==================== route_compute_2_flat
**src/rtl/noc_pkg.sv**
```systemverilog
// Shared router definitions: flit layout and the steering decision used by
// every route-compute stage in the node.
package noc_pkg;

  localparam int FLIT_W  = 11;
  localparam int DEST_HI = 10;
  localparam int DEST_LO = 8;
  localparam int DEST_W  = DEST_HI - DEST_LO + 1;

  typedef logic [FLIT_W-1:0] flit_t;
  typedef logic [DEST_W-1:0] dest_t;

  // 0 keeps the flit inside this node's subtree (port 1), 1 sends it onward (port 2).
  function automatic logic route_bit(input dest_t dest, input dest_t node_id,
                                     input dest_t mask);
    return ((dest & mask) == (node_id & mask)) ? 1'b0 : 1'b1;
  endfunction

endpackage

```
**src/rtl/route_compute_2_if.sv**
```systemverilog
// Flit channels around the route-compute stage: upstream valid/ready input and
// the data+control transfer toward the split stage.
interface route_compute_2_if;
  import noc_pkg::*;

  logic  in_valid;
  logic  in_ready;
  flit_t in_data;
  logic  out_valid;
  logic  out_ready;
  flit_t out_data;
  logic  out_ctrl;

  modport slave (
    input  in_valid, in_data, out_ready,
    output in_ready, out_valid, out_data, out_ctrl
  );

  modport master (
    output in_valid, in_data, out_ready,
    input  in_ready, out_valid, out_data, out_ctrl
  );

endinterface

```
**src/rtl/flit_fifo.sv**
```systemverilog
// Register-array synchronous FIFO for flits; the caller guarantees no push
// when full and no pop when empty.
module flit_fifo
  import noc_pkg::*;
#(
  parameter int DEPTH = 4
) (
  input  logic                   clk,
  input  logic                   rst_n,
  input  logic                   push,
  input  logic                   pop,
  input  flit_t                  din,
  output flit_t                  dout,
  output logic                   full,
  output logic                   empty,
  output logic [$clog2(DEPTH):0] count
);

  localparam int PTR_W = $clog2(DEPTH);
  localparam logic [PTR_W:0] FULL_CNT = DEPTH[PTR_W:0];

  flit_t            mem [DEPTH];
  logic [PTR_W-1:0] wr_ptr;
  logic [PTR_W-1:0] rd_ptr;

  // Storage carries no reset; only pointers and count define validity.
  always_ff @(posedge clk) begin
    if (push) mem[wr_ptr] <= din;
  end

  always_ff @(posedge clk or negedge rst_n) begin
    if (!rst_n) begin
      wr_ptr <= '0;
      rd_ptr <= '0;
      count  <= '0;
    end else begin
      if (push) wr_ptr <= wr_ptr + 1'b1;
      if (pop)  rd_ptr <= rd_ptr + 1'b1;
      case ({push, pop})
        2'b10:   count <= count + 1'b1;
        2'b01:   count <= count - 1'b1;
        default: count <= count;
      endcase
    end
  end

  assign dout  = mem[rd_ptr];
  assign full  = (count == FULL_CNT);
  assign empty = (count == '0);

endmodule

```
**src/rtl/route_compute_2.sv**
```systemverilog
// Input buffer plus route compute ahead of the two-way split: buffers flits,
// tags the head with its steering bit and counts deliveries per direction.
module route_compute_2
  import noc_pkg::*;
#(
  parameter logic [2:0] NODE_ID    = 3'd0,
  parameter logic [2:0] LEVEL_MASK = 3'b110,
  parameter int         DEPTH      = 4
) (
  input  logic                    clk,
  input  logic                    _RESET,
  route_compute_2_if.slave        io,
  output logic [$clog2(DEPTH):0]  occupancy,
  output logic [15:0]             cnt_port1,
  output logic [15:0]             cnt_port2
);

  logic  full;
  logic  empty;
  logic  push;
  logic  pop;
  flit_t head;

  // No full-bypass: a full buffer refuses input even while it is draining.
  assign io.in_ready  = !full;
  assign io.out_valid = !empty;
  assign push         = io.in_valid && io.in_ready;
  assign pop          = io.out_valid && io.out_ready;

  flit_fifo #(.DEPTH(DEPTH)) u_fifo (
    .clk   (clk),
    .rst_n (_RESET),
    .push  (push),
    .pop   (pop),
    .din   (io.in_data),
    .dout  (head),
    .full  (full),
    .empty (empty),
    .count (occupancy)
  );

  assign io.out_data = head;
  assign io.out_ctrl = route_bit(head[DEST_HI:DEST_LO], NODE_ID, LEVEL_MASK);

  always_ff @(posedge clk or negedge _RESET) begin
    if (!_RESET) begin
      cnt_port1 <= '0;
      cnt_port2 <= '0;
    end else if (pop) begin
      if (io.out_ctrl) cnt_port2 <= cnt_port2 + 16'd1;
      else             cnt_port1 <= cnt_port1 + 16'd1;
    end
  end

endmodule

```
**src/flat_wrapper.sv**
```systemverilog
// flat-port wrapper written by rule: the top's interface ports become plain ports
module route_compute_2_flat import noc_pkg::*;
#(
  parameter logic [2:0] NODE_ID    = 3'd0,
  parameter logic [2:0] LEVEL_MASK = 3'b110,
  parameter int         DEPTH      = 4
)
  (clk, _RESET, occupancy, cnt_port1, cnt_port2, io_in_valid, io_in_data, io_out_ready, io_in_ready, io_out_valid, io_out_data, io_out_ctrl);
  route_compute_2_if io_i ();
  input  logic clk;
  input  logic _RESET;
  output logic [$clog2(DEPTH):0] occupancy;
  output logic [15:0] cnt_port1;
  output logic [15:0] cnt_port2;
  input wire logic [$bits(io_i.in_valid)-1:0] io_in_valid;
  input wire logic [$bits(io_i.in_data)-1:0] io_in_data;
  input wire logic [$bits(io_i.out_ready)-1:0] io_out_ready;
  output wire logic [$bits(io_i.in_ready)-1:0] io_in_ready;
  output wire logic [$bits(io_i.out_valid)-1:0] io_out_valid;
  output wire logic [$bits(io_i.out_data)-1:0] io_out_data;
  output wire logic [$bits(io_i.out_ctrl)-1:0] io_out_ctrl;
  assign io_i.in_valid = io_in_valid;
  assign io_i.in_data = io_in_data;
  assign io_i.out_ready = io_out_ready;
  assign io_in_ready = io_i.in_ready;
  assign io_out_valid = io_i.out_valid;
  assign io_out_data = io_i.out_data;
  assign io_out_ctrl = io_i.out_ctrl;
  route_compute_2 #(.NODE_ID(NODE_ID), .LEVEL_MASK(LEVEL_MASK), .DEPTH(DEPTH)) u_core (.clk(clk), ._RESET(_RESET), .io(io_i), .occupancy(occupancy), .cnt_port1(cnt_port1), .cnt_port2(cnt_port2));
endmodule
```
**config.mk**
```make
export PLATFORM = sky130hd
export DESIGN_NAME = route_compute_2_flat
export DESIGN_NICKNAME = d
export VERILOG_FILES = /design/src/rtl/noc_pkg.sv /design/src/rtl/route_compute_2_if.sv /design/src/rtl/flit_fifo.sv /design/src/rtl/route_compute_2.sv /design/src/flat_wrapper.sv
export SDC_FILE = /design/constraint.sdc
export NUM_CORES = 1
export LEC_CHECK = 0
export ABC_AREA = 1
export CAP_MARGIN = 20
export CORE_ASPECT_RATIO = 0.8
export CORE_UTILIZATION = 47
export CTS_CLUSTER_DIAMETER = 80
export DETAILED_ROUTE_END_ITERATION = 16
export PLACE_DENSITY = 0.73
export SLEW_MARGIN = 0
export SYNTH_ARGS = -nofsm -noshare
export SYNTH_HDL_FRONTEND = slang
export SYNTH_SLANG_ARGS = --single-unit
```
**constraint.sdc**
```tcl
create_clock -name clk -period 2.1 [get_ports clk]
set_input_delay 0.63 -clock clk [delete_from_list [all_inputs] [get_ports clk]]
set_output_delay 0.63 -clock clk [all_outputs]
set_load 0.01 [all_outputs]
```
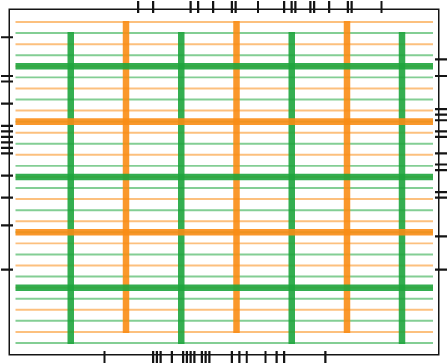
route_compute_2_flat/power_grid.png
Pins as bars on the die edge.
[VSS] green
[VDD] orange
signal pins: 64
met5 straps: 5

==> notes.org <==
#+TITLE: Implementation results

** Final layout
- Multi-input combinational cell count :: between 300 and 400
- Logic area :: roughly 1600 µm²
- Most frequently placed logic cell in the final layout :: sky130_fd_sc_hd__nand2_1

** STA
- The final timing report gives a worst setup slack of -0.0210 ns.
- Count of endpoints failing setup in the final report :: 3

** Setup path
- FF-to-FF Start :: u_core.u_fifo.count[0]$_DFFE_PN0P_

** Pwr
- Switching power as a share of total power :: 37.0%
- Net load switching power :: about 2400 µW

** Synth
- Ranking of synthesized cells by area :: sky130_fd_sc_hd__edfxtp_1 (33%), sky130_fd_sc_hd__dfrtp_1 (24%), sky130_fd_sc_hd__nand2_1 (13%)

** Detailed routing
- Summed over all layers, the routed wires come to approximately 9100 µm.

** Status
- The run finished, with violations left.
- Failing checks :: negative setup slack

** GRT
- Global-route track usage on met3 :: roughly 5.4%

** Clock network
- The longest clock path from root to sink contains 2 buffers.

** Floorplan
- Die W :: between 100 and 150 µm

==================== pc_fetch_sequencer
pc_fetch_sequencer/placement_by_type.png
The bar under the picture is 50 µm long. Fill, decap, tap and diode cells in gray.
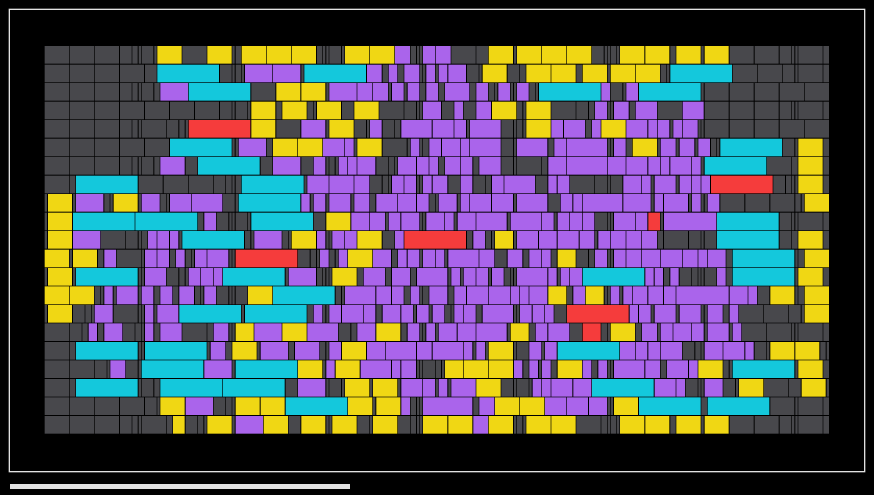
pc_fetch_sequencer/clocks.png
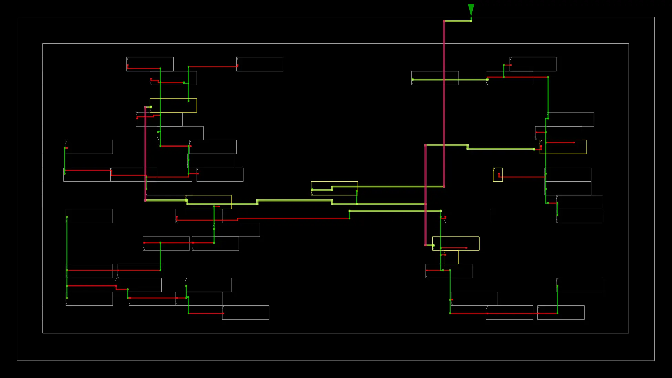
`src/rtl/pc_fetch_sequencer.sv`:
```
// -----------------------------------------------------------------------------
// pc_fetch_sequencer
//   Instruction-fetch end of the single-cycle control path. Owns the PC,
//   fetches 16-bit instructions over a req/ack imem port, presents each one
//   to the control unit for a single EXEC cycle, then commits the next PC
//   chosen by pc_sel. Halts on hlt_rst=0 and resumes on request. A fetch
//   that is not acknowledged within ACK_TIMEOUT wait cycles raises a sticky
//   fetch_fault and parks the sequencer in HALT.
//
// Parameters
//   RESET_PC     PC value loaded on reset
//   ACK_TIMEOUT  max WAIT cycles before fault; 0 disables the timeout
//
// Ports
//   clk          in   1   rising-edge clock
//   rst_n        in   1   asynchronous active-low reset
//   imem_req     out  1   fetch request, held until ack
//   imem_addr    out  16  word address of fetch (= pc)
//   imem_rdata   in   16  instruction word, valid with imem_ack
//   imem_ack     in   1   fetch complete; only looked at in FETCH/WAIT
//   instr        out  16  instruction register
//   instr_valid  out  1   high exactly during EXEC
//   pc_sel       in   2   00 PC+1, 01 rs_data, 10 branch, 11 jump
//   hlt_rst      in   1   0 = halt request (sampled in EXEC only)
//   rs_data      in   16  register rs value for jump-register
//   pc           out  16  current PC
//   link_addr    out  16  PC+1, for jump-and-link writeback
//   halted       out  1   high in HALT
//   fetch_fault  out  1   sticky ack-timeout flag, cleared by reset only
//   resume       in   1   leave HALT (ignored while fetch_fault=1)
//
// State | meaning
// ------+-----------------------------------------------------------------
// FETCH | request instruction at pc; accept a zero-wait ack
// WAIT  | request held, counting cycles until ack or timeout
// EXEC  | instruction presented for one cycle; next PC committed at its end
// HALT  | parked; pc frozen, no request, wait for resume
// -----------------------------------------------------------------------------
module pc_fetch_sequencer #(
   parameter logic [15:0] RESET_PC    = 16'h0000,
   parameter int          ACK_TIMEOUT = 15
) (
   input  logic        clk,
   input  logic        rst_n,
   output logic        imem_req,
   output logic [15:0] imem_addr,
   input  logic [15:0] imem_rdata,
   input  logic        imem_ack,
   output logic [15:0] instr,
   output logic        instr_valid,
   input  logic [1:0]  pc_sel,
   input  logic        hlt_rst,
   input  logic [15:0] rs_data,
   output logic [15:0] pc,
   output logic [15:0] link_addr,
   output logic        halted,
   output logic        fetch_fault,
   input  logic        resume
);

   localparam int CW = (ACK_TIMEOUT < 2) ? 1 : $clog2(ACK_TIMEOUT + 1);
   localparam logic [CW-1:0] TO_LIMIT = CW'(ACK_TIMEOUT);

   typedef enum logic [1:0] {
      S_FETCH = 2'd0,
      S_WAIT  = 2'd1,
      S_EXEC  = 2'd2,
      S_HALT  = 2'd3
   } state_t;

   state_t          r_state;
   state_t          w_state_nxt;
   logic [15:0]     r_pc;
   logic [15:0]     r_ir;
   logic [CW-1:0]   r_cnt;
   logic            r_req;
   logic            r_fault;

   logic            w_req_nxt;
   logic            w_instr_valid;
   logic            w_halted;
   logic            w_timeout;
   logic [15:0]     w_pc_p1;
   logic [15:0]     w_branch_off;
   logic [15:0]     w_next_pc;

   assign w_pc_p1      = r_pc + 16'd1;
   assign w_branch_off = {{9{r_ir[6]}}, r_ir[6:0]};
   assign w_timeout    = (ACK_TIMEOUT != 0) && (r_cnt == TO_LIMIT);

   always_comb begin
      w_next_pc = w_pc_p1;
      case (pc_sel)
         2'b00:   w_next_pc = w_pc_p1;
         2'b01:   w_next_pc = rs_data;
         2'b10:   w_next_pc = w_pc_p1 + w_branch_off;
         2'b11:   w_next_pc = {w_pc_p1[15:13], r_ir[12:0]};
         default: w_next_pc = w_pc_p1;
      endcase
   end

   // State register
   always_ff @(posedge clk or negedge rst_n) begin
      if (!rst_n) begin
         r_state <= S_FETCH;
      end else begin
         r_state <= w_state_nxt;
      end
   end

   // Next-state logic. The request is registered, so the first FETCH after
   // reset is a dead cycle with req low; an ack there must not be taken.
   always_comb begin
      w_state_nxt = r_state;
      case (r_state)
         S_FETCH: begin
            if (r_req && imem_ack) begin
               w_state_nxt = S_EXEC;
            end else if (r_req) begin
               w_state_nxt = S_WAIT;
            end
         end
         S_WAIT: begin
            if (imem_ack) begin
               w_state_nxt = S_EXEC;
            end else if (w_timeout) begin
               w_state_nxt = S_HALT;
            end
         end
         S_EXEC: begin
            w_state_nxt = hlt_rst ? S_FETCH : S_HALT;
         end
         S_HALT: begin
            if (resume && !r_fault) begin
               w_state_nxt = S_FETCH;
            end
         end
         default: w_state_nxt = S_FETCH;
      endcase
   end

   // Output logic. Request is computed from the next state and registered so
   // it rises exactly on entry into FETCH and drops on entry into EXEC/HALT.
   always_comb begin
      w_req_nxt     = 1'b0;
      w_instr_valid = 1'b0;
      w_halted      = 1'b0;
      if (w_state_nxt == S_FETCH || w_state_nxt == S_WAIT) begin
         w_req_nxt = 1'b1;
      end
      if (r_state == S_EXEC) begin
         w_instr_valid = 1'b1;
      end
      if (r_state == S_HALT) begin
         w_halted = 1'b1;
      end
   end

   // Datapath: PC, IR, wait counter, request and fault flag
   always_ff @(posedge clk or negedge rst_n) begin
      if (!rst_n) begin
         r_pc    <= RESET_PC;
         r_ir    <= 16'h0000;
         r_cnt   <= '0;
         r_req   <= 1'b0;
         r_fault <= 1'b0;
      end else begin
         r_req <= w_req_nxt;
         case (r_state)
            S_FETCH: begin
               if (r_req && imem_ack) begin
                  r_ir <= imem_rdata;
               end else if (r_req) begin
                  r_cnt <= CW'(1);
               end
            end
            S_WAIT: begin
               if (imem_ack) begin
                  r_ir <= imem_rdata;
               end else if (w_timeout) begin
                  r_fault <= 1'b1;
               end else begin
                  r_cnt <= r_cnt + CW'(1);
               end
            end
            S_EXEC: begin
               // A halting instruction still advances past itself; pc_sel is
               // don't-care in that case.
               r_pc <= hlt_rst ? w_next_pc : w_pc_p1;
            end
            default: begin
            end
         endcase
      end
   end

   assign imem_req    = r_req;
   assign imem_addr   = r_pc;
   assign instr       = r_ir;
   assign instr_valid = w_instr_valid;
   assign pc          = r_pc;
   assign link_addr   = w_pc_p1;
   assign halted      = w_halted;
   assign fetch_fault = r_fault;

endmodule
```
`config.mk`:
```
export PLATFORM = sky130hd
export DESIGN_NAME = pc_fetch_sequencer
export DESIGN_NICKNAME = d
export VERILOG_FILES = /design/src/rtl/pc_fetch_sequencer.sv
export SDC_FILE = /design/constraint.sdc
export NUM_CORES = 1
export LEC_CHECK = 0
export CAP_MARGIN = 20
export CORE_ASPECT_RATIO = 0.5
export CORE_MARGIN = 5
export CORE_UTILIZATION = 51
export CTS_CLUSTER_DIAMETER = 40
export CTS_CLUSTER_SIZE = 40
export DETAILED_ROUTE_END_ITERATION = 8
export HOLD_SLACK_MARGIN = 0.12
export PLACE_DENSITY = 0.95
export SETUP_SLACK_MARGIN = 0.2
export SKIP_LAST_GASP = 1
export SYNTH_ARGS = -nofsm -noshare
export SYNTH_HDL_FRONTEND = slang
export SYNTH_SLANG_ARGS = --single-unit
```
`constraint.sdc`:
```
create_clock -name clk -period 4.3 [get_ports clk]
set_input_delay 0.86 -clock clk [delete_from_list [all_inputs] [get_ports clk]]
set_output_delay 0.86 -clock clk [all_outputs]
set_load 0.05 [all_outputs]
```
==> notes.org <==
#+TITLE: Implementation results

** Clock network
- Clock slew at the register clock pins of the worst setup and hold paths :: roughly 0.060 ns
- Later-pin clock latency in the skew report :: between 0.2 and 0.3 ns
- The H-tree generated during clock tree synthesis spans 2 levels.

** Final layout
- Per the layout area report, the register area comes to approximately 1000 µm².
- Antenna diode count :: 1
- Buffering overhead :: around 24%

** Setup path
- STA lists the startpoint of the worst register-to-register path as imem_addr[2]$_DFFE_PN0P_.

** Synth
- Ranking of synthesized cells by area :: sky130_fd_sc_hd__dfrtp_1 (29%), sky130_fd_sc_hd__ha_1 (7.3%), sky130_fd_sc_hd__mux2_2 (5.3%)
- Synth area leader :: sky130_fd_sc_hd__dfrtp_1
- According to the Yosys statistics, the synthesized design has a chip area of approximately 3400 µm².
- Mean post-synth cell area :: ~8.4 µm²
- Per the synthesis report, the simple-gate share of the synthesized area is 17.3%.
- Area fraction in mux cells :: approximately 6.8%
- Most used standard cell by instance count after synthesis :: sky130_fd_sc_hd__dfrtp_1

** Floorplan
- In this run the full chip footprint comes out at 8520 µm².
- Placeable core region :: 6600 µm²
- Die W :: between 100 and 150 µm

** Hold path
- The launch point of the worst min-delay path is recorded as instr[15]$_DFFE_PN0P_.

** Status
- Run status :: complete, no violations

** Placed design
- In this run the cell area measured after placement is 4430 µm².
- Last weighted congestion value of the routability-driven placer :: approximately 0.94

** STA
- Transition time of the tightest slew-check pin :: ~0.92 ns
- Counting pins that exceed their max-slew limit in the final report gives 0.
## Picture notes: pc_fetch_sequencer/placement_by_type.png
[flops] cyan | cells: 40 | share of their area: 22%
[combinational and other logic] purple | cells: 328 | share of their area: 50%
[clock drivers and dummy loads] red | cells: 7 | share of their area: 3.1%
[other buffers and delay cells] yellow | cells: 113 | share of their area: 25%

## Picture notes: pc_fetch_sequencer/clocks.png
total number of clock tree sinks: 40
final worst clock skew: 0.00620 ns
TritonCTS Buffers: 5
Flops: 40
clock tree buffer count of the final layout: 5


==================== carry_save_adder_pipeline
--- src/rtl/carry_save_adder_pipeline.sv ---
// Pipelined WIDTH-bit unsigned adder: one SEG-bit carry segment per stage,
// inter-segment carry and unconsumed operand bits registered between stages.
module carry_save_adder_pipeline #(
  parameter int WIDTH = 32,
  parameter int SEG   = 8
) (
  input  logic             clk,
  input  logic             reset,
  input  logic [WIDTH-1:0] A,
  input  logic [WIDTH-1:0] B,
  output logic [WIDTH-1:0] sum
);

  localparam int STAGES = WIDTH / SEG;

  if ((WIDTH % SEG) != 0 || STAGES < 2) begin : g_param_check
    $error("carry_save_adder_pipeline: WIDTH must be a multiple of SEG with at least 2 segments");
  end

  // res holds the segments computed so far, skewed down the pipe
  logic [WIDTH-1:0] res_d   [STAGES];
  logic [WIDTH-1:0] res_q   [STAGES];
  // operand bits not yet consumed, right-aligned so the next segment is at [SEG-1:0]
  logic [WIDTH-1:0] a_d     [STAGES-1];
  logic [WIDTH-1:0] a_q     [STAGES-1];
  logic [WIDTH-1:0] b_d     [STAGES-1];
  logic [WIDTH-1:0] b_q     [STAGES-1];
  logic             carry_d [STAGES-1];
  logic             carry_q [STAGES-1];
  logic [SEG:0]     seg_sum [STAGES];

  always_comb begin
    seg_sum[0] = {1'b0, A[SEG-1:0]} + {1'b0, B[SEG-1:0]};
    res_d[0]   = '0;
    res_d[0][SEG-1:0] = seg_sum[0][SEG-1:0];
    carry_d[0] = seg_sum[0][SEG];
    a_d[0]     = A >> SEG;
    b_d[0]     = B >> SEG;

    for (int s = 1; s < STAGES; s++) begin
      seg_sum[s] = {1'b0, a_q[s-1][SEG-1:0]} + {1'b0, b_q[s-1][SEG-1:0]}
                 + {{SEG{1'b0}}, carry_q[s-1]};
      res_d[s] = res_q[s-1];
      res_d[s][s*SEG +: SEG] = seg_sum[s][SEG-1:0];
    end

    // the carry out of the top segment is dropped: results wrap mod 2^WIDTH
    for (int s = 1; s < STAGES-1; s++) begin
      carry_d[s] = seg_sum[s][SEG];
      a_d[s]     = a_q[s-1] >> SEG;
      b_d[s]     = b_q[s-1] >> SEG;
    end
  end

  always_ff @(posedge clk) begin
    if (reset) begin
      for (int s = 0; s < STAGES; s++) begin
        res_q[s] <= '0;
      end
      for (int s = 0; s < STAGES-1; s++) begin
        a_q[s]     <= '0;
        b_q[s]     <= '0;
        carry_q[s] <= 1'b0;
      end
    end else begin
      for (int s = 0; s < STAGES; s++) begin
        res_q[s] <= res_d[s];
      end
      for (int s = 0; s < STAGES-1; s++) begin
        a_q[s]     <= a_d[s];
        b_q[s]     <= b_d[s];
        carry_q[s] <= carry_d[s];
      end
    end
  end

  assign sum = res_q[STAGES-1];

endmodule

--- config.mk ---
export PLATFORM = sky130hd
export DESIGN_NAME = carry_save_adder_pipeline
export DESIGN_NICKNAME = d
export VERILOG_FILES = /design/src/rtl/carry_save_adder_pipeline.sv
export SDC_FILE = /design/constraint.sdc
export NUM_CORES = 1
export LEC_CHECK = 0
export CAP_MARGIN = 5
export CORE_UTILIZATION = 53
export CTS_CLUSTER_SIZE = 14
export DETAILED_ROUTE_END_ITERATION = 16
export HOLD_SLACK_MARGIN = 0.05
export MAX_ROUTING_LAYER = met4
export PLACE_DENSITY = 0.9
export SETUP_SLACK_MARGIN = 0.1
export SLEW_MARGIN = 15
export SYNTH_ARGS = -nofsm -noshare
export SYNTH_HDL_FRONTEND = slang
export SYNTH_SLANG_ARGS = --single-unit
--- constraint.sdc ---
create_clock -name clk -period 2.55 [get_ports clk]
set_clock_uncertainty 0.1 [all_clocks]
set_input_delay 0.765 -clock clk [delete_from_list [all_inputs] [get_ports clk]]
set_output_delay 0.765 -clock clk [all_outputs]
set_load 0.03 [all_outputs]
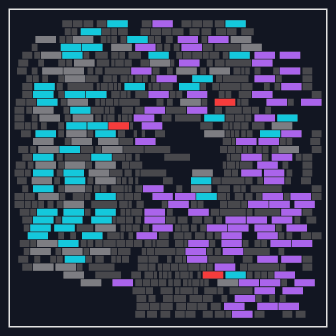
carry_save_adder_pipeline/flops_by_reg.png
Other sequential cells in the stronger gray, the rest of the logic in the fainter gray.
[carry_q] red | sequential cells: 3
[b_q] cyan | sequential cells: 48
[res_q] purple | sequential cells: 80
not colored: 48

==> notes.org <==
#+TITLE: Implementation results

** Status
- The flow ran to the end, and the final reports show no timing, DRC or antenna violations.

** Final layout
- The multi-input combinational cells in the finished layout cover a total of 2460 µm².
- Sequential cells placed in the final layout were counted as ~180.
- Multi-input combinational cell count :: roughly 350
- Buffering overhead :: approximately an eighth
- Final core occ :: 71.5%
- Antenna diode count :: 0
- Relative to the synthesized area, the layout overhead comes to 28.8%.
- The finished design was reported to have a net count of 755.

** GRT
- Aggregate global-route resource usage :: 19.5%
- Busiest layer in global routing :: met2
- Global-route track usage on met3 :: 4.68%

** Detailed routing
- Per the detail_route log, met2 wirelength is about 5600 µm.
- The detail route stage leaves a number of antenna-violating nets equal to 0.
- Detailed routing placed a total of just over 400 µm of wire on met3.

** Placed design
- Per the post-place timing report, worst setup slack is -0.265 ns.
- The detailed placer reported the number of placed instances as 775.
- Post-DP HPWL :: between 7000 and 8000 µm

** Clock network
- Clock root buffer :: sky130_fd_sc_hd__clkbuf_16
- In this run, CTS created clock tree buffers numbering 17.
- CTS HTree Levels :: 4
- Looking at the post-CTS report, the setup buffer insertion count equals 0.

** Setup path
- For this run, the slowest stage of the critical path takes between 0.4 and 0.5 ns.
- The arrival time of data at the worst endpoint is listed as between 2 and 3 ns.
- Top cell family by delay on the critical path :: adder cells

** STA
- The worst pin sits at a relative slew slack of a little under two thirds.
- RSZ-0062 raised after global routing :: true
- Setup slack closes at roughly 0.21 ns.
- Dividing the final minimum period by the clock period gives a little over 90%.
- Across all hold checks on the routed design, the worst slack comes to about 0.34 ns.

** Synth
- The post-synth count of flops with an enable pin is 0.
- Multiplexer cells account for less than 1% of the synthesized area.
- In the post-synthesis netlist, the cell with the most instances is sky130_fd_sc_hd__dfxtp_1.
- Synth unique cells :: slightly above 40
- Post-synthesis async set-or-reset flop share :: 0%
- After synthesis, the design contains between 500 and 600 cells according to Yosys.

** Pwr
- Comb pwr share :: just under 9%
- Reg power frac :: between 40% and 50%
- Post-layout power :: 6140 µW
- The flow reports that the clock network draws a little over two fifths of the design power.

** Job
- Count of maximum capacitance violations :: 0

** Floorplan
- The die covers between 10,000 and 15,000 µm².
- Die W :: around 110 µm

==================== id_ex_pipe_reg
id_ex_pipe_reg/logic_types.png
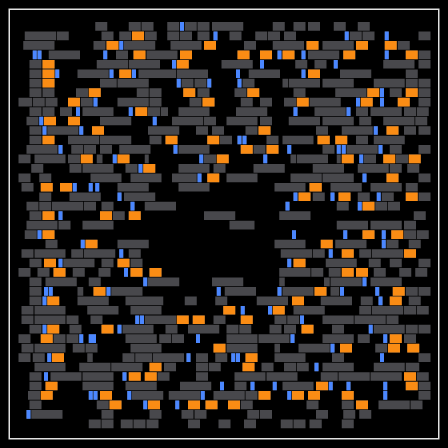
id_ex_pipe_reg/power_grid.png
Pins as bars on the die edge.
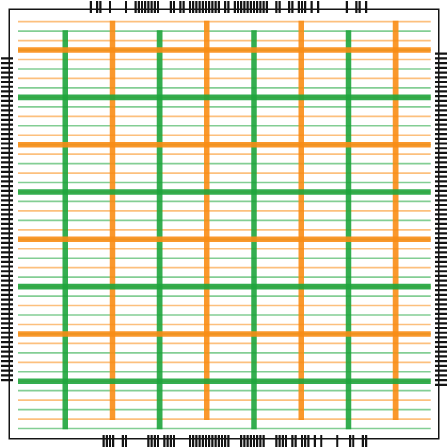
--- src/rtl/id_ex_pipe_reg.sv ---
// rtl/id_ex_pipe_reg.sv - ID/EX pipeline register with stall, flush and valid gating (optional bubble counter: ID_EX_BUBBLE_CNT_EN)
module id_ex_pipe_reg #(
    parameter int DATA_W = 32,
    parameter int REG_W  = 5,
    parameter int ALUC_W = 3
) (
    input  logic              clk,
    input  logic              reset,
    input  logic              StallE,
    input  logic              FlushE,
    input  logic              ValidD,
    input  logic              RegWriteD,
    input  logic              MemtoRegD,
    input  logic              MemWriteD,
    input  logic [ALUC_W-1:0] ALUControlD,
    input  logic              ALUSrcD,
    input  logic              RegDstD,
    input  logic [DATA_W-1:0] RD1D,
    input  logic [DATA_W-1:0] RD2D,
    input  logic [REG_W-1:0]  RsD,
    input  logic [REG_W-1:0]  RtD,
    input  logic [REG_W-1:0]  RdD,
    input  logic [DATA_W-1:0] SignImmD,
    output logic              ValidE,
    output logic              RegWriteE,
    output logic              MemtoRegE,
    output logic              MemWriteE,
    output logic [ALUC_W-1:0] ALUControlE,
    output logic              ALUSrcE,
    output logic              RegDstE,
    output logic [DATA_W-1:0] RD1E,
    output logic [DATA_W-1:0] RD2E,
    output logic [REG_W-1:0]  RsE,
    output logic [REG_W-1:0]  RtE,
    output logic [REG_W-1:0]  RdE,
    output logic [DATA_W-1:0] SignImmE
`ifdef ID_EX_BUBBLE_CNT_EN
    ,
    output logic [15:0]       BubbleCntE
`endif
);

    // E-stage register: flush loads an all-zero NOP, stall holds, otherwise capture.
    // Invalid slots still carry data but never write the register file or memory.
    always_ff @(posedge clk or posedge reset) begin
        if (reset) begin
            ValidE      <= 1'b0;
            RegWriteE   <= 1'b0;
            MemtoRegE   <= 1'b0;
            MemWriteE   <= 1'b0;
            ALUControlE <= '0;
            ALUSrcE     <= 1'b0;
            RegDstE     <= 1'b0;
            RD1E        <= '0;
            RD2E        <= '0;
            RsE         <= '0;
            RtE         <= '0;
            RdE         <= '0;
            SignImmE    <= '0;
        end else if (FlushE) begin
            ValidE      <= 1'b0;
            RegWriteE   <= 1'b0;
            MemtoRegE   <= 1'b0;
            MemWriteE   <= 1'b0;
            ALUControlE <= '0;
            ALUSrcE     <= 1'b0;
            RegDstE     <= 1'b0;
            RD1E        <= '0;
            RD2E        <= '0;
            RsE         <= '0;
            RtE         <= '0;
            RdE         <= '0;
            SignImmE    <= '0;
        end else if (!StallE) begin
            ValidE      <= ValidD;
            RegWriteE   <= RegWriteD & ValidD;
            MemtoRegE   <= MemtoRegD;
            MemWriteE   <= MemWriteD & ValidD;
            ALUControlE <= ALUControlD;
            ALUSrcE     <= ALUSrcD;
            RegDstE     <= RegDstD;
            RD1E        <= RD1D;
            RD2E        <= RD2D;
            RsE         <= RsD;
            RtE         <= RtD;
            RdE         <= RdD;
            SignImmE    <= SignImmD;
        end
    end

`ifdef ID_EX_BUBBLE_CNT_EN
    logic bubble_edge;
    assign bubble_edge = FlushE | (~StallE & ~ValidD);

    // Count bubbles entering E (flushes and invalid captures), saturating at all-ones.
    always_ff @(posedge clk or posedge reset) begin
        if (reset) begin
            BubbleCntE <= 16'h0000;
        end else if (bubble_edge && (BubbleCntE != 16'hFFFF)) begin
            BubbleCntE <= BubbleCntE + 16'h0001;
        end
    end
`else
    // No bubble accounting in this build.
`endif

endmodule

--- config.mk ---
export PLATFORM = sky130hd
export DESIGN_NAME = id_ex_pipe_reg
export DESIGN_NICKNAME = d
export VERILOG_FILES = /design/src/rtl/id_ex_pipe_reg.sv
export SDC_FILE = /design/constraint.sdc
export NUM_CORES = 1
export LEC_CHECK = 0
export CAP_MARGIN = 20
export CORE_MARGIN = 2
export CORE_UTILIZATION = 35
export DETAILED_ROUTE_END_ITERATION = 8
export PLACE_DENSITY_LB_ADDON = 0.1
export REMOVE_ABC_BUFFERS = 1
export SETUP_SLACK_MARGIN = 0.15
export SLEW_MARGIN = 30
export SYNTH_ARGS = -nofsm -noshare
export SYNTH_HDL_FRONTEND = slang
export SYNTH_SLANG_ARGS = --single-unit
--- constraint.sdc ---
create_clock -name clk -period 4 [get_ports clk]
set_input_delay 0.4 -clock clk [delete_from_list [all_inputs] [get_ports clk]]
set_output_delay 0.4 -clock clk [all_outputs]
set_load 0.03 [all_outputs]
==> notes.org <==
#+TITLE: Implementation results

** Final layout
- The finished layout reports a core utilization of roughly 57%.
- Top logic cells by instance count in the layout :: sky130_fd_sc_hd__clkdlybuf4s50_1 (241), sky130_fd_sc_hd__dfrtp_1 (120), sky130_fd_sc_hd__nor2_1 (119)
- According to the finish report, the design has a final net count of 750.
- Fraction of layout cells with a size suffix above 1 :: 5.63%
- In the final layout, non-clock buffers account for between 30% and 40% of the cell area.
- FF+latch area :: 3000 µm²
- Leaving out filler cells and counting taps, the final layout contains ~820.

** Setup path
- Logic depth along the worst register-to-register path is recorded as 2.
- Per STA, the highest per-stage delay on the worst path measures roughly 0.7 ns.
- The setup path with the least slack is of type flip-flop to output port.
- Per the STA report, the cell with the highest stage delay on the worst path is sky130_fd_sc_hd__clkdlybuf4s50_1.
- R2R Path End :: RD2E[2]$_DFFE_PP0P_
- Looking at the reg2reg group, the worst path starts from RD2E[2]$_DFFE_PP0P_.

** Pwr
- Summed over all cells, the static leakage comes to around 0.0038 µW.
- Power of the combinational group :: just under 600 µW
- The design draws around 3400 µW.
- Top power group :: the clock network
- The sequential power reported by the tool is around 1300 µW.

** Synth
- For this run, asynchronously set or reset flops after synthesis account for 100%.
- Synth area leader :: sky130_fd_sc_hd__dfrtp_1
- Combined area of all synthesized cells :: a little under 5000 µm²
- Per the post-synthesis report, the number of cells in the design is approximately 390.
- After synthesis, the largest area contributor takes up just over 60% of total cell area.

** Detailed routing
- The detail route stage leaves a number of antenna-violating nets equal to 0.
- Signal nets in the final route climb as high as met4.
- The routed design shows a via density per instance of 4.56.

** GRT
- Aggregate global-route resource usage :: ~17%
- The first global-routing pass estimated just under 20,000 µm of wire.
- On met2, the global router reports a usage of 25.7%.
- Remaining Overflow, GRT :: 0
- The number of global-route vias before repair came to around 3,800.

** Clock network
- The clock net in this run drives a total of 120 sinks.
- Clock root buffer :: sky130_fd_sc_hd__clkbuf_16
- Clock latency on the worst-skew pair, taken at its later pin, is roughly 0.4 ns.
- Post-CTS repair ended up resizing 0 cells.

** STA
- Share of the clock period used by the worst path :: between 40% and 50%
- Worst-case headroom to the max-slew limit :: roughly two fifths
- Post-route minimum period :: around 1.9 ns
- In this build the clock could be raised as far as approximately 0.53 GHz.

** Job
- The tool flagged a number of max-cap violations equal to 0.

** Floorplan
- Die W :: about 120 µm
- Count of pins on the block boundary :: 244

** Status
- Run status :: complete, no violations
About id_ex_pipe_reg/logic_types.png:
[NOR gates] blue | cells: 120 | most used: nor2_1 | where: widely spread
[multiplexers] orange | cells: 118 | most used: mux2i_1 | where: widely spread

About id_ex_pipe_reg/power_grid.png:
[VDD] orange
[VSS] green
met4 straps: 8
signal pins: 244
rows: 43
met5 straps: 8
met1 rails: 44


==================== instruction_fetch_unit_flat
===== src/rtl/instruction_fetch_unit_if.sv =====
// Fetch-unit handshake bundle: imem request/response, redirect, and decode delivery.
// master = fetch unit side, slave = surrounding memory/decode/branch side.
interface instruction_fetch_unit_if;
  logic        imem_req_valid;
  logic        imem_req_ready;
  logic [31:0] imem_req_addr;
  logic        imem_rsp_valid;
  logic [31:0] imem_rsp_data;
  logic        redirect_valid;
  logic [31:0] redirect_pc;
  logic        inst_valid;
  logic        inst_ready;
  logic [31:0] instruction;
  logic [31:0] inst_pc;

  modport master (
    output imem_req_valid, imem_req_addr, inst_valid, instruction, inst_pc,
    input  imem_req_ready, imem_rsp_valid, imem_rsp_data, redirect_valid, redirect_pc, inst_ready
  );

  modport slave (
    input  imem_req_valid, imem_req_addr, inst_valid, instruction, inst_pc,
    output imem_req_ready, imem_rsp_valid, imem_rsp_data, redirect_valid, redirect_pc, inst_ready
  );
endinterface


===== src/rtl/instruction_fetch_unit.sv =====
// Fetch unit: owns the PC, issues credit-limited word fetches, buffers {pc,word} for decode; response at N shows at N+1.
// Backpressure: requests stop once buffered + outstanding reach FIFO_DEPTH. `FETCH_PERF_EN adds fetch/stall counters.
module instruction_fetch_unit #(
  parameter logic [31:0] RESET_PC   = 32'h0000_0000,
  parameter int unsigned FIFO_DEPTH = 2
) (
  input  logic                     clk,
  input  logic                     reset_n,
  instruction_fetch_unit_if.master bus
`ifdef FETCH_PERF_EN
  ,
  output logic [31:0]              fetch_count,
  output logic [31:0]              stall_count
`endif
);

  localparam int unsigned PW = $clog2(FIFO_DEPTH);
  localparam int unsigned CW = PW + 1;
  localparam logic [CW:0] DEPTH_L = (CW+1)'(FIFO_DEPTH);
  localparam logic [31:0] PC_INIT = RESET_PC & ~32'h3;

  typedef struct packed {
    logic [31:0] pc;
    logic [31:0] data;
  } entry_t;

  entry_t        buf_q [FIFO_DEPTH];
  logic [31:0]   aq [FIFO_DEPTH];
  logic [PW-1:0] rd_ptr, wr_ptr, aq_rd, aq_wr;
  logic [CW-1:0] count, outstanding, drop;
  logic [31:0]   pc;

  logic [CW:0]   credit_sum;
  logic          req_valid, req_fire, rsp_live, push, pop, valid;
  entry_t        head;

  always_comb begin
    credit_sum = {1'b0, count} + {1'b0, outstanding};
    valid      = (count != '0);
    head       = buf_q[rd_ptr];
    // Requests are held off during a redirect so nothing stale is issued that cycle.
    req_valid  = reset_n && !bus.redirect_valid && (credit_sum < DEPTH_L);
    req_fire   = req_valid && bus.imem_req_ready;
    // A response with nothing outstanding is a protocol error and is ignored entirely.
    rsp_live   = bus.imem_rsp_valid && (outstanding != '0);
    push       = rsp_live && (drop == '0) && !bus.redirect_valid;
    pop        = valid && bus.inst_ready && !bus.redirect_valid;

    bus.imem_req_valid = req_valid;
    bus.imem_req_addr  = pc;
    bus.inst_valid     = valid;
    bus.instruction    = valid ? head.data : 32'h0;
    bus.inst_pc        = valid ? head.pc   : 32'h0;
  end

  // PC, outstanding/drop accounting and the in-flight address queue.
  always_ff @(posedge clk or negedge reset_n) begin
    if (!reset_n) begin
      pc          <= PC_INIT;
      outstanding <= '0;
      drop        <= '0;
      aq_rd       <= '0;
      aq_wr       <= '0;
      for (int i = 0; i < int'(FIFO_DEPTH); i++) aq[i] <= 32'h0;
    end else begin
      if (req_fire) begin
        aq[aq_wr] <= pc;
        aq_wr     <= aq_wr + PW'(1);
      end
      if (rsp_live) aq_rd <= aq_rd + PW'(1);
      outstanding <= outstanding + CW'(req_fire) - CW'(rsp_live);

      if (bus.redirect_valid) begin
        pc   <= bus.redirect_pc & ~32'h3;
        drop <= outstanding - CW'(rsp_live);
      end else begin
        if (req_fire) pc <= pc + 32'd4;
        if (rsp_live && (drop != '0)) drop <= drop - CW'(1);
      end
    end
  end

  // Fetch buffer; a redirect empties it in one cycle and wins over push/pop.
  always_ff @(posedge clk or negedge reset_n) begin
    if (!reset_n) begin
      count  <= '0;
      rd_ptr <= '0;
      wr_ptr <= '0;
      for (int i = 0; i < int'(FIFO_DEPTH); i++) buf_q[i] <= '0;
    end else if (bus.redirect_valid) begin
      count  <= '0;
      rd_ptr <= '0;
      wr_ptr <= '0;
    end else begin
      if (push) begin
        buf_q[wr_ptr] <= '{pc: aq[aq_rd], data: bus.imem_rsp_data};
        wr_ptr        <= wr_ptr + PW'(1);
      end
      if (pop) rd_ptr <= rd_ptr + PW'(1);
      count <= count + CW'(push) - CW'(pop);
    end
  end

`ifdef FETCH_PERF_EN
  always_ff @(posedge clk or negedge reset_n) begin
    if (!reset_n) begin
      fetch_count <= 32'h0;
      stall_count <= 32'h0;
    end else begin
      fetch_count <= fetch_count + 32'(pop);
      stall_count <= stall_count + 32'(valid && !bus.inst_ready);
    end
  end
`endif

endmodule


===== src/flat_wrapper.sv =====
// flat-port wrapper written by rule: the top's interface ports become plain ports
module instruction_fetch_unit_flat 
#(
  parameter logic [31:0] RESET_PC   = 32'h0000_0000,
  parameter int unsigned FIFO_DEPTH = 2
)
  (clk, reset_n, bus_imem_req_valid, bus_imem_req_addr, bus_inst_valid, bus_instruction, bus_inst_pc, bus_imem_req_ready, bus_imem_rsp_valid, bus_imem_rsp_data, bus_redirect_valid, bus_redirect_pc, bus_inst_ready);
  instruction_fetch_unit_if bus_i ();
  input  logic clk;
  input  logic reset_n;
  output wire logic [$bits(bus_i.imem_req_valid)-1:0] bus_imem_req_valid;
  output wire logic [$bits(bus_i.imem_req_addr)-1:0] bus_imem_req_addr;
  output wire logic [$bits(bus_i.inst_valid)-1:0] bus_inst_valid;
  output wire logic [$bits(bus_i.instruction)-1:0] bus_instruction;
  output wire logic [$bits(bus_i.inst_pc)-1:0] bus_inst_pc;
  input wire logic [$bits(bus_i.imem_req_ready)-1:0] bus_imem_req_ready;
  input wire logic [$bits(bus_i.imem_rsp_valid)-1:0] bus_imem_rsp_valid;
  input wire logic [$bits(bus_i.imem_rsp_data)-1:0] bus_imem_rsp_data;
  input wire logic [$bits(bus_i.redirect_valid)-1:0] bus_redirect_valid;
  input wire logic [$bits(bus_i.redirect_pc)-1:0] bus_redirect_pc;
  input wire logic [$bits(bus_i.inst_ready)-1:0] bus_inst_ready;
  assign bus_imem_req_valid = bus_i.imem_req_valid;
  assign bus_imem_req_addr = bus_i.imem_req_addr;
  assign bus_inst_valid = bus_i.inst_valid;
  assign bus_instruction = bus_i.instruction;
  assign bus_inst_pc = bus_i.inst_pc;
  assign bus_i.imem_req_ready = bus_imem_req_ready;
  assign bus_i.imem_rsp_valid = bus_imem_rsp_valid;
  assign bus_i.imem_rsp_data = bus_imem_rsp_data;
  assign bus_i.redirect_valid = bus_redirect_valid;
  assign bus_i.redirect_pc = bus_redirect_pc;
  assign bus_i.inst_ready = bus_inst_ready;
  instruction_fetch_unit #(.RESET_PC(RESET_PC), .FIFO_DEPTH(FIFO_DEPTH)) u_core (.clk(clk), .reset_n(reset_n), .bus(bus_i));
endmodule

===== config.mk =====
export PLATFORM = sky130hd
export DESIGN_NAME = instruction_fetch_unit_flat
export DESIGN_NICKNAME = d
export VERILOG_FILES = /design/src/rtl/instruction_fetch_unit_if.sv /design/src/rtl/instruction_fetch_unit.sv /design/src/flat_wrapper.sv
export SDC_FILE = /design/constraint.sdc
export NUM_CORES = 1
export LEC_CHECK = 0
export CAP_MARGIN = 25
export CORE_MARGIN = 5
export CORE_UTILIZATION = 29
export CTS_BUF_LIST = sky130_fd_sc_hd__clkbuf_4 sky130_fd_sc_hd__clkbuf_8
export CTS_CLUSTER_DIAMETER = 40
export DETAILED_ROUTE_END_ITERATION = 12
export PLACE_DENSITY_LB_ADDON = 0.05
export RECOVER_POWER = 50
export SKIP_LAST_GASP = 1
export SYNTH_ARGS = -nofsm -noshare
export SYNTH_HDL_FRONTEND = slang
export SYNTH_SLANG_ARGS = --single-unit

===== constraint.sdc =====
create_clock -name clk -period 6.5 [get_ports clk]
set_input_delay 1.95 -clock clk [delete_from_list [all_inputs] [get_ports clk]]
set_output_delay 1.95 -clock clk [all_outputs]
set_load 0.02 [all_outputs]

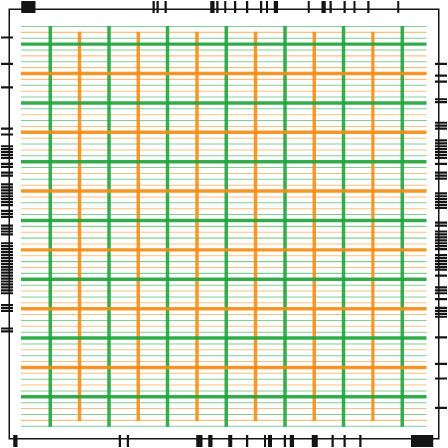
instruction_fetch_unit_flat/power_grid.png
Pins as bars on the die edge.
[VDD] orange
[VSS] green
met5 straps: 13
rows: 68
met4 straps: 13
signal pins: 168
met1 rails: 69

==> notes.org <==
#+TITLE: Implementation results

** Status
- Run status :: complete, but fails checks
- Failing checks :: max-capacitance violations, max-slew violations

** STA
- On the final layout, the worst hold slack is between 0.4 and 0.5 ns.
- Pins over their slew limit :: 97

** Setup path
- For the worst reg-to-reg path, the endpoint reported by OpenROAD is u_core.buf_q[9]$_DFFE_PN0P_.
- The critical path contains buffers and inverters numbering 2 combined.
- Looking at the critical path, the highest net fanout was 41.

** GRT
- Met1 routing resource usage after global routing :: approximately a fifth
- Number of global-route vias before repair :: between 7,000 and 8,000

** Synth
- Portion of the post-synthesis area used by sequential elements :: a little over half
- After synthesis, the mean cell area works out to roughly 11 µm².

** Job
- The report counts max-capacitance violations totalling 2.

** Clock network
- Setup Fix Bufs, Post-CTS :: 0
- Later-pin clock latency in the skew report :: ~0.55 ns

** Placed design
- Count of port buffers added during placement :: ~160

** Pwr
- Clock network power for this build is between 1500 and 2000 µW.
- Power attributed to sequential cells is 2220 µW.

** Final layout
- The biggest slice of the area belongs to registers.
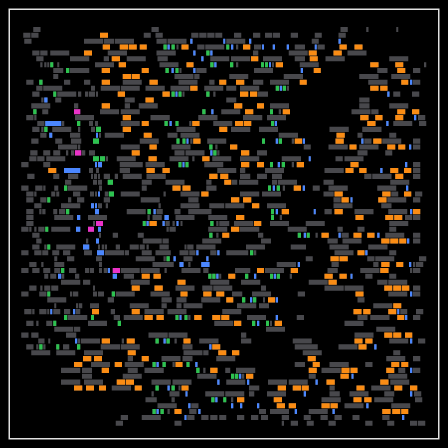
instruction_fetch_unit_flat/logic_types.png
[inverting AOI/OAI gates] green | cells: 95 | most used: o21ai_0
[multiplexers] orange | cells: 215 | most used: mux2_2 | where: widely spread
[AND-OR and OR-AND gates] magenta | cells: 5 | most used: a211o_1 | where: west
[NOR gates] blue | cells: 126 | most used: nor2_1 | where: widely spread


==================== ecg_adc_axis_source
ecg_adc_axis_source/flops_by_reg.png
Other sequential cells in the stronger gray, the rest of the logic in the fainter gray.
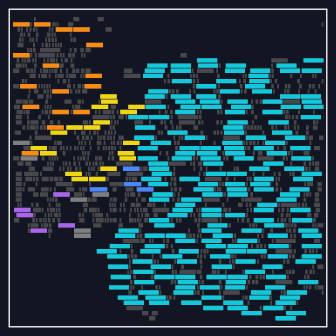
[src/rtl/ecg_adc_axis_source_pkg.sv]
// Shared definitions for the ECG ADC source: default rates, FIFO operation
// encoding and the offset-binary to left-justified two's complement conversion.
package ecg_adc_axis_source_pkg;

   localparam int unsigned DEF_CLK_FREQ_HZ = 100_000_000;
   localparam int unsigned DEF_FS_HZ       = 500;

   typedef enum logic [1:0] {
      FIFO_HOLD = 2'b00,
      FIFO_POP  = 2'b01,
      FIFO_PUSH = 2'b10,
      FIFO_BOTH = 2'b11
   } fifo_op_e;

   // Flipping the MSB recentres offset binary on zero; the shift left-justifies it.
   function automatic logic [31:0] ob_to_signed(input logic [31:0] raw,
                                                input int unsigned adc_w,
                                                input int unsigned out_w);
      logic [31:0] r;
      r           = raw;
      r[adc_w-1]  = ~raw[adc_w-1];
      r           = r << (out_w - adc_w);
      return r;
   endfunction

endpackage

[src/rtl/ecg_adc_axis_source_axis_sync_fifo.sv]
// First-word-fall-through synchronous FIFO with AXI4-Stream slave/master ports
// and an occupancy output; accepts a push into a full FIFO when a pop coincides.
module axis_sync_fifo
   import ecg_adc_axis_source_pkg::*;
#(
   parameter int unsigned width = 16,
   parameter int unsigned aw    = 4
) (
   input  logic             clk,
   input  logic             rst_n,
   input  logic [width-1:0] s_axis_tdata,
   input  logic             s_axis_tvalid,
   output logic             s_axis_tready,
   output logic [width-1:0] m_axis_tdata,
   output logic             m_axis_tvalid,
   input  logic             m_axis_tready,
   output logic [aw:0]      level
);

   localparam int unsigned DEPTH = 2 ** aw;

   logic [width-1:0] mem_q [DEPTH];
   logic [aw-1:0]    wr_ptr_q, wr_ptr_d;
   logic [aw-1:0]    rd_ptr_q, rd_ptr_d;
   logic [aw:0]      level_q, level_d;
   logic             push, pop;
   fifo_op_e         op;

   assign m_axis_tvalid = (level_q != '0);
   assign m_axis_tdata  = m_axis_tvalid ? mem_q[rd_ptr_q] : '0;
   // When full, a same-cycle pop frees the slot being written.
   assign s_axis_tready = (level_q != (aw+1)'(DEPTH)) || m_axis_tready;
   assign push          = s_axis_tvalid && s_axis_tready;
   assign pop           = m_axis_tvalid && m_axis_tready;
   assign op            = fifo_op_e'({push, pop});
   assign level         = level_q;

   always_comb begin
      wr_ptr_d = wr_ptr_q;
      rd_ptr_d = rd_ptr_q;
      level_d  = level_q;
      unique case (op)
         FIFO_PUSH: begin
            wr_ptr_d = wr_ptr_q + 1'b1;
            level_d  = level_q + 1'b1;
         end
         FIFO_POP: begin
            rd_ptr_d = rd_ptr_q + 1'b1;
            level_d  = level_q - 1'b1;
         end
         FIFO_BOTH: begin
            wr_ptr_d = wr_ptr_q + 1'b1;
            rd_ptr_d = rd_ptr_q + 1'b1;
         end
         default: ;
      endcase
   end

   always_ff @(posedge clk or negedge rst_n) begin
      if (!rst_n) begin
         wr_ptr_q <= '0;
         rd_ptr_q <= '0;
         level_q  <= '0;
      end else begin
         wr_ptr_q <= wr_ptr_d;
         rd_ptr_q <= rd_ptr_d;
         level_q  <= level_d;
      end
   end

   always_ff @(posedge clk) begin
      if (push) mem_q[wr_ptr_q] <= s_axis_tdata;
   end

endmodule

[src/rtl/ecg_adc_axis_source.sv]
// ECG ADC front end: paces conversions at fs, converts offset-binary samples and
// streams them out through a FIFO, counting samples dropped on overflow.
module ecg_adc_axis_source
   import ecg_adc_axis_source_pkg::*;
#(
   parameter int unsigned clk_freq_hz = DEF_CLK_FREQ_HZ,
   parameter int unsigned fs_hz       = DEF_FS_HZ,
   parameter int unsigned adc_width   = 12,
   parameter int unsigned inout_width = 16,
   parameter int unsigned fifo_aw     = 4
) (
   input  logic                   clk,
   input  logic                   rst_n,
   input  logic                   enable,
   output logic                   adc_convst,
   input  logic                   adc_drdy,
   input  logic [adc_width-1:0]   adc_data,
   output logic [inout_width-1:0] m_axis_tdata,
   output logic                   m_axis_tvalid,
   input  logic                   m_axis_tready,
   input  logic                   clr_ovf,
   output logic                   ovf_flag,
   output logic [15:0]            drop_count,
   output logic [fifo_aw:0]       fifo_level
);

   localparam int unsigned DIV   = clk_freq_hz / fs_hz;
   localparam int unsigned CNT_W = $clog2(DIV);

   logic [CNT_W-1:0]       cnt_q, cnt_d;
   logic                   convst_q, convst_d;
   logic                   ovf_q, ovf_d;
   logic [15:0]            drops_q, drops_d;
   logic [inout_width-1:0] sample;
   logic                   attempt, fifo_ready, drop;

   always_comb begin
      cnt_d    = '0;
      convst_d = 1'b0;
      if (enable) begin
         if (cnt_q == CNT_W'(DIV - 1)) convst_d = 1'b1;
         else                          cnt_d    = cnt_q + 1'b1;
      end
   end

   assign sample  = inout_width'(ob_to_signed(32'(adc_data), adc_width, inout_width));
   assign attempt = adc_drdy && enable;
   assign drop    = attempt && !fifo_ready;

   // A drop coinciding with clr_ovf restarts the count at one rather than zero.
   always_comb begin
      ovf_d   = ovf_q;
      drops_d = drops_q;
      if (drop) begin
         ovf_d   = 1'b1;
         drops_d = clr_ovf ? 16'd1 : ((drops_q == '1) ? drops_q : drops_q + 1'b1);
      end else if (clr_ovf) begin
         ovf_d   = 1'b0;
         drops_d = '0;
      end
   end

   always_ff @(posedge clk or negedge rst_n) begin
      if (!rst_n) begin
         cnt_q    <= '0;
         convst_q <= 1'b0;
         ovf_q    <= 1'b0;
         drops_q  <= '0;
      end else begin
         cnt_q    <= cnt_d;
         convst_q <= convst_d;
         ovf_q    <= ovf_d;
         drops_q  <= drops_d;
      end
   end

   assign adc_convst = convst_q;
   assign ovf_flag   = ovf_q;
   assign drop_count = drops_q;

   axis_sync_fifo #(
      .width (inout_width),
      .aw    (fifo_aw)
   ) u_fifo (
      .clk           (clk),
      .rst_n         (rst_n),
      .s_axis_tdata  (sample),
      .s_axis_tvalid (attempt),
      .s_axis_tready (fifo_ready),
      .m_axis_tdata  (m_axis_tdata),
      .m_axis_tvalid (m_axis_tvalid),
      .m_axis_tready (m_axis_tready),
      .level         (fifo_level)
   );

endmodule

[config.mk]
export PLATFORM = sky130hd
export DESIGN_NAME = ecg_adc_axis_source
export DESIGN_NICKNAME = d
export VERILOG_FILES = /design/src/rtl/ecg_adc_axis_source_pkg.sv /design/src/rtl/ecg_adc_axis_source_axis_sync_fifo.sv /design/src/rtl/ecg_adc_axis_source.sv
export SDC_FILE = /design/constraint.sdc
export NUM_CORES = 1
export LEC_CHECK = 0
export ABC_AREA = 1
export CAP_MARGIN = 15
export CORE_UTILIZATION = 40
export CTS_CLUSTER_SIZE = 25
export DETAILED_ROUTE_END_ITERATION = 7
export GPL_ROUTABILITY_DRIVEN = 0
export SYNTH_ARGS = -nofsm -noshare
export SYNTH_HDL_FRONTEND = slang
export SYNTH_SLANG_ARGS = --single-unit
[constraint.sdc]
create_clock -name clk -period 3.73 [get_ports clk]
set_input_delay 0.746 -clock clk [delete_from_list [all_inputs] [get_ports clk]]
set_output_delay 0.746 -clock clk [all_outputs]
set_load 0.05 [all_outputs]
==> notes.org <==
#+TITLE: Implementation results

** STA
- The worst-case max-slew headroom was logged as between 40 and 50%.
- Final setup margin :: roughly 0.26 ns
- Highest Clock Rate :: around 0.29 GHz

** Pwr
- P_int :: about 5600 µW
- In this run the power density over the cells is between 700 and 800 nW/µm².
- Sequential cells burn between 30% and 40% of the power.
- Power of the combinational group :: 3370 µW

** Synth
- Post-synth top flop :: sky130_fd_sc_hd__edfxtp_1
- Of the post-synthesis cell area, the part taken by muxes is 0%.
- According to the Yosys statistics, the synthesized design has a chip area of about 11,000 µm².
- Yosys cell count :: roughly 1,100
- Area fraction in full adders, half adders and majority gates :: under 10%
- The synthesized netlist devotes 1.21% of its cell area to XOR and XNOR gates.
- Combined area of all synthesized cells :: roughly 11,000 µm²
- The post-synth count of flops with an enable pin is roughly 190.
- Synth area leader :: sky130_fd_sc_hd__edfxtp_1
- Ranked by total cell area, the synthesized netlist is headed by sky130_fd_sc_hd__edfxtp_1 (53%), sky130_fd_sc_hd__nand2_1 (12%), sky130_fd_sc_hd__dfrtp_1 (11%).

** Final layout
- Number of fill cells in the layout :: roughly 2,400
- Inverter count :: roughly 62
- The layout summary lists the proportion of cells stronger than drive strength 1 as between 10% and 20%.
- Flops :: 241
- Final core occ :: between 40% and 50%
- FF+latch area :: between 6000 and 7000 µm²
- Of the total standard cell area in the layout, the multi-input combinational portion is about a quarter.
- The finished layout holds around 1,500 standard cells, fillers aside.
- The final design was reported to hold multi-input combinational gates totalling approximately 700.
- Per the layout area report, the combinational gate area comes to 3360 µm².

** Floorplan
- The floorplan step records an initial core utilization of between 40% and 50%.
- Placement Rows :: 59

** Clock network
- Clock tree from TritonCTS :: built
- Buffers added to address setup during post-CTS repair amount to 0.
- CTS reports a maximum clock tree buffer depth of 3.

** Setup path
- The worst setup path is of the flip-flop to output port kind.
- R2R Setup Slk :: between 1 and 1.5 ns
- The timing report gives the biggest stage delay along the critical path as roughly 0.45 ns.
- Along the worst path, the maximum fanout reaches 37.

** Detailed routing
- DRC marker count from the first detailed-route iteration :: ~600
- The first detailed-routing pass ran for 5 iterations.
- The script logs the mean routed wire length per placed instance as around 18 µm.
- Detailed-route via count :: about 7,700
- Vias per inst :: 5.17

** GRT
- The number of antenna violations at the first check in global routing came to 0.

** Placed design
- Instance area at placement :: 11,700 µm²

** Status
- Run status :: complete, no violations
About ecg_adc_axis_source/flops_by_reg.png:
[u_fifo.level] purple | sequential cells: 5
[drop_count] orange | sequential cells: 16 | where: north-west
[u_fifo.rd_ptr_q] blue | sequential cells: 4 | where: center
[u_fifo.mem_q] cyan | sequential cells: 192
[cnt_q] yellow | sequential cells: 18
not colored: 6



==> layout pictures side by side <==
Selected gate families.
image #1
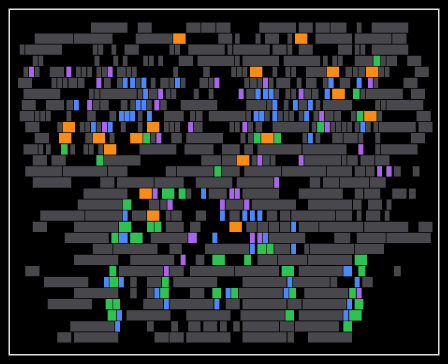
image #2
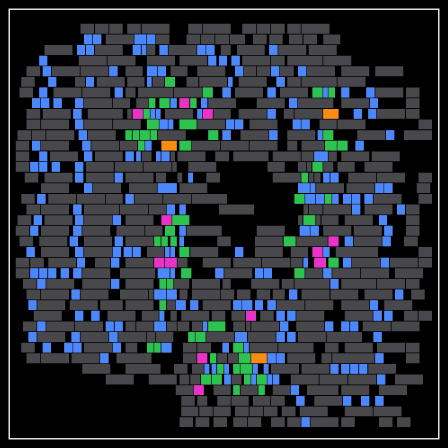
image #3
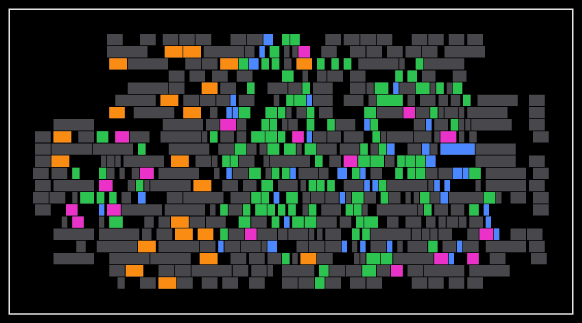
image #4
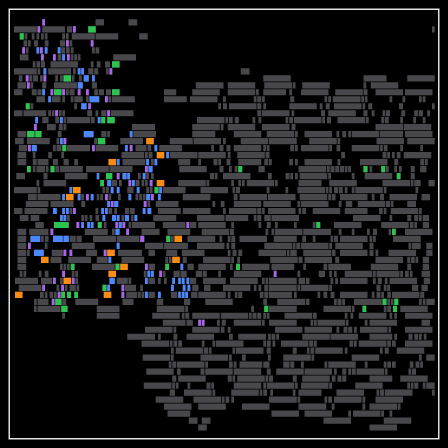
carry_save_adder_pipeline is image #2.
ecg_adc_axis_source is image #4.
route_compute_2_flat is image #1.
pc_fetch_sequencer is image #3.
- most cells: image #4

Key to image #4:
[inverters] purple | cells: 62 | most used: inv_1
[inverting AOI/OAI gates] green | cells: 42 | most used: a21oi_1
[NOR gates] blue | cells: 90 | most used: nor2_1
[XOR/XNOR gates] orange | cells: 15 | most used: xor2_1 | where: west

Power and IR drop assume default switching activity.
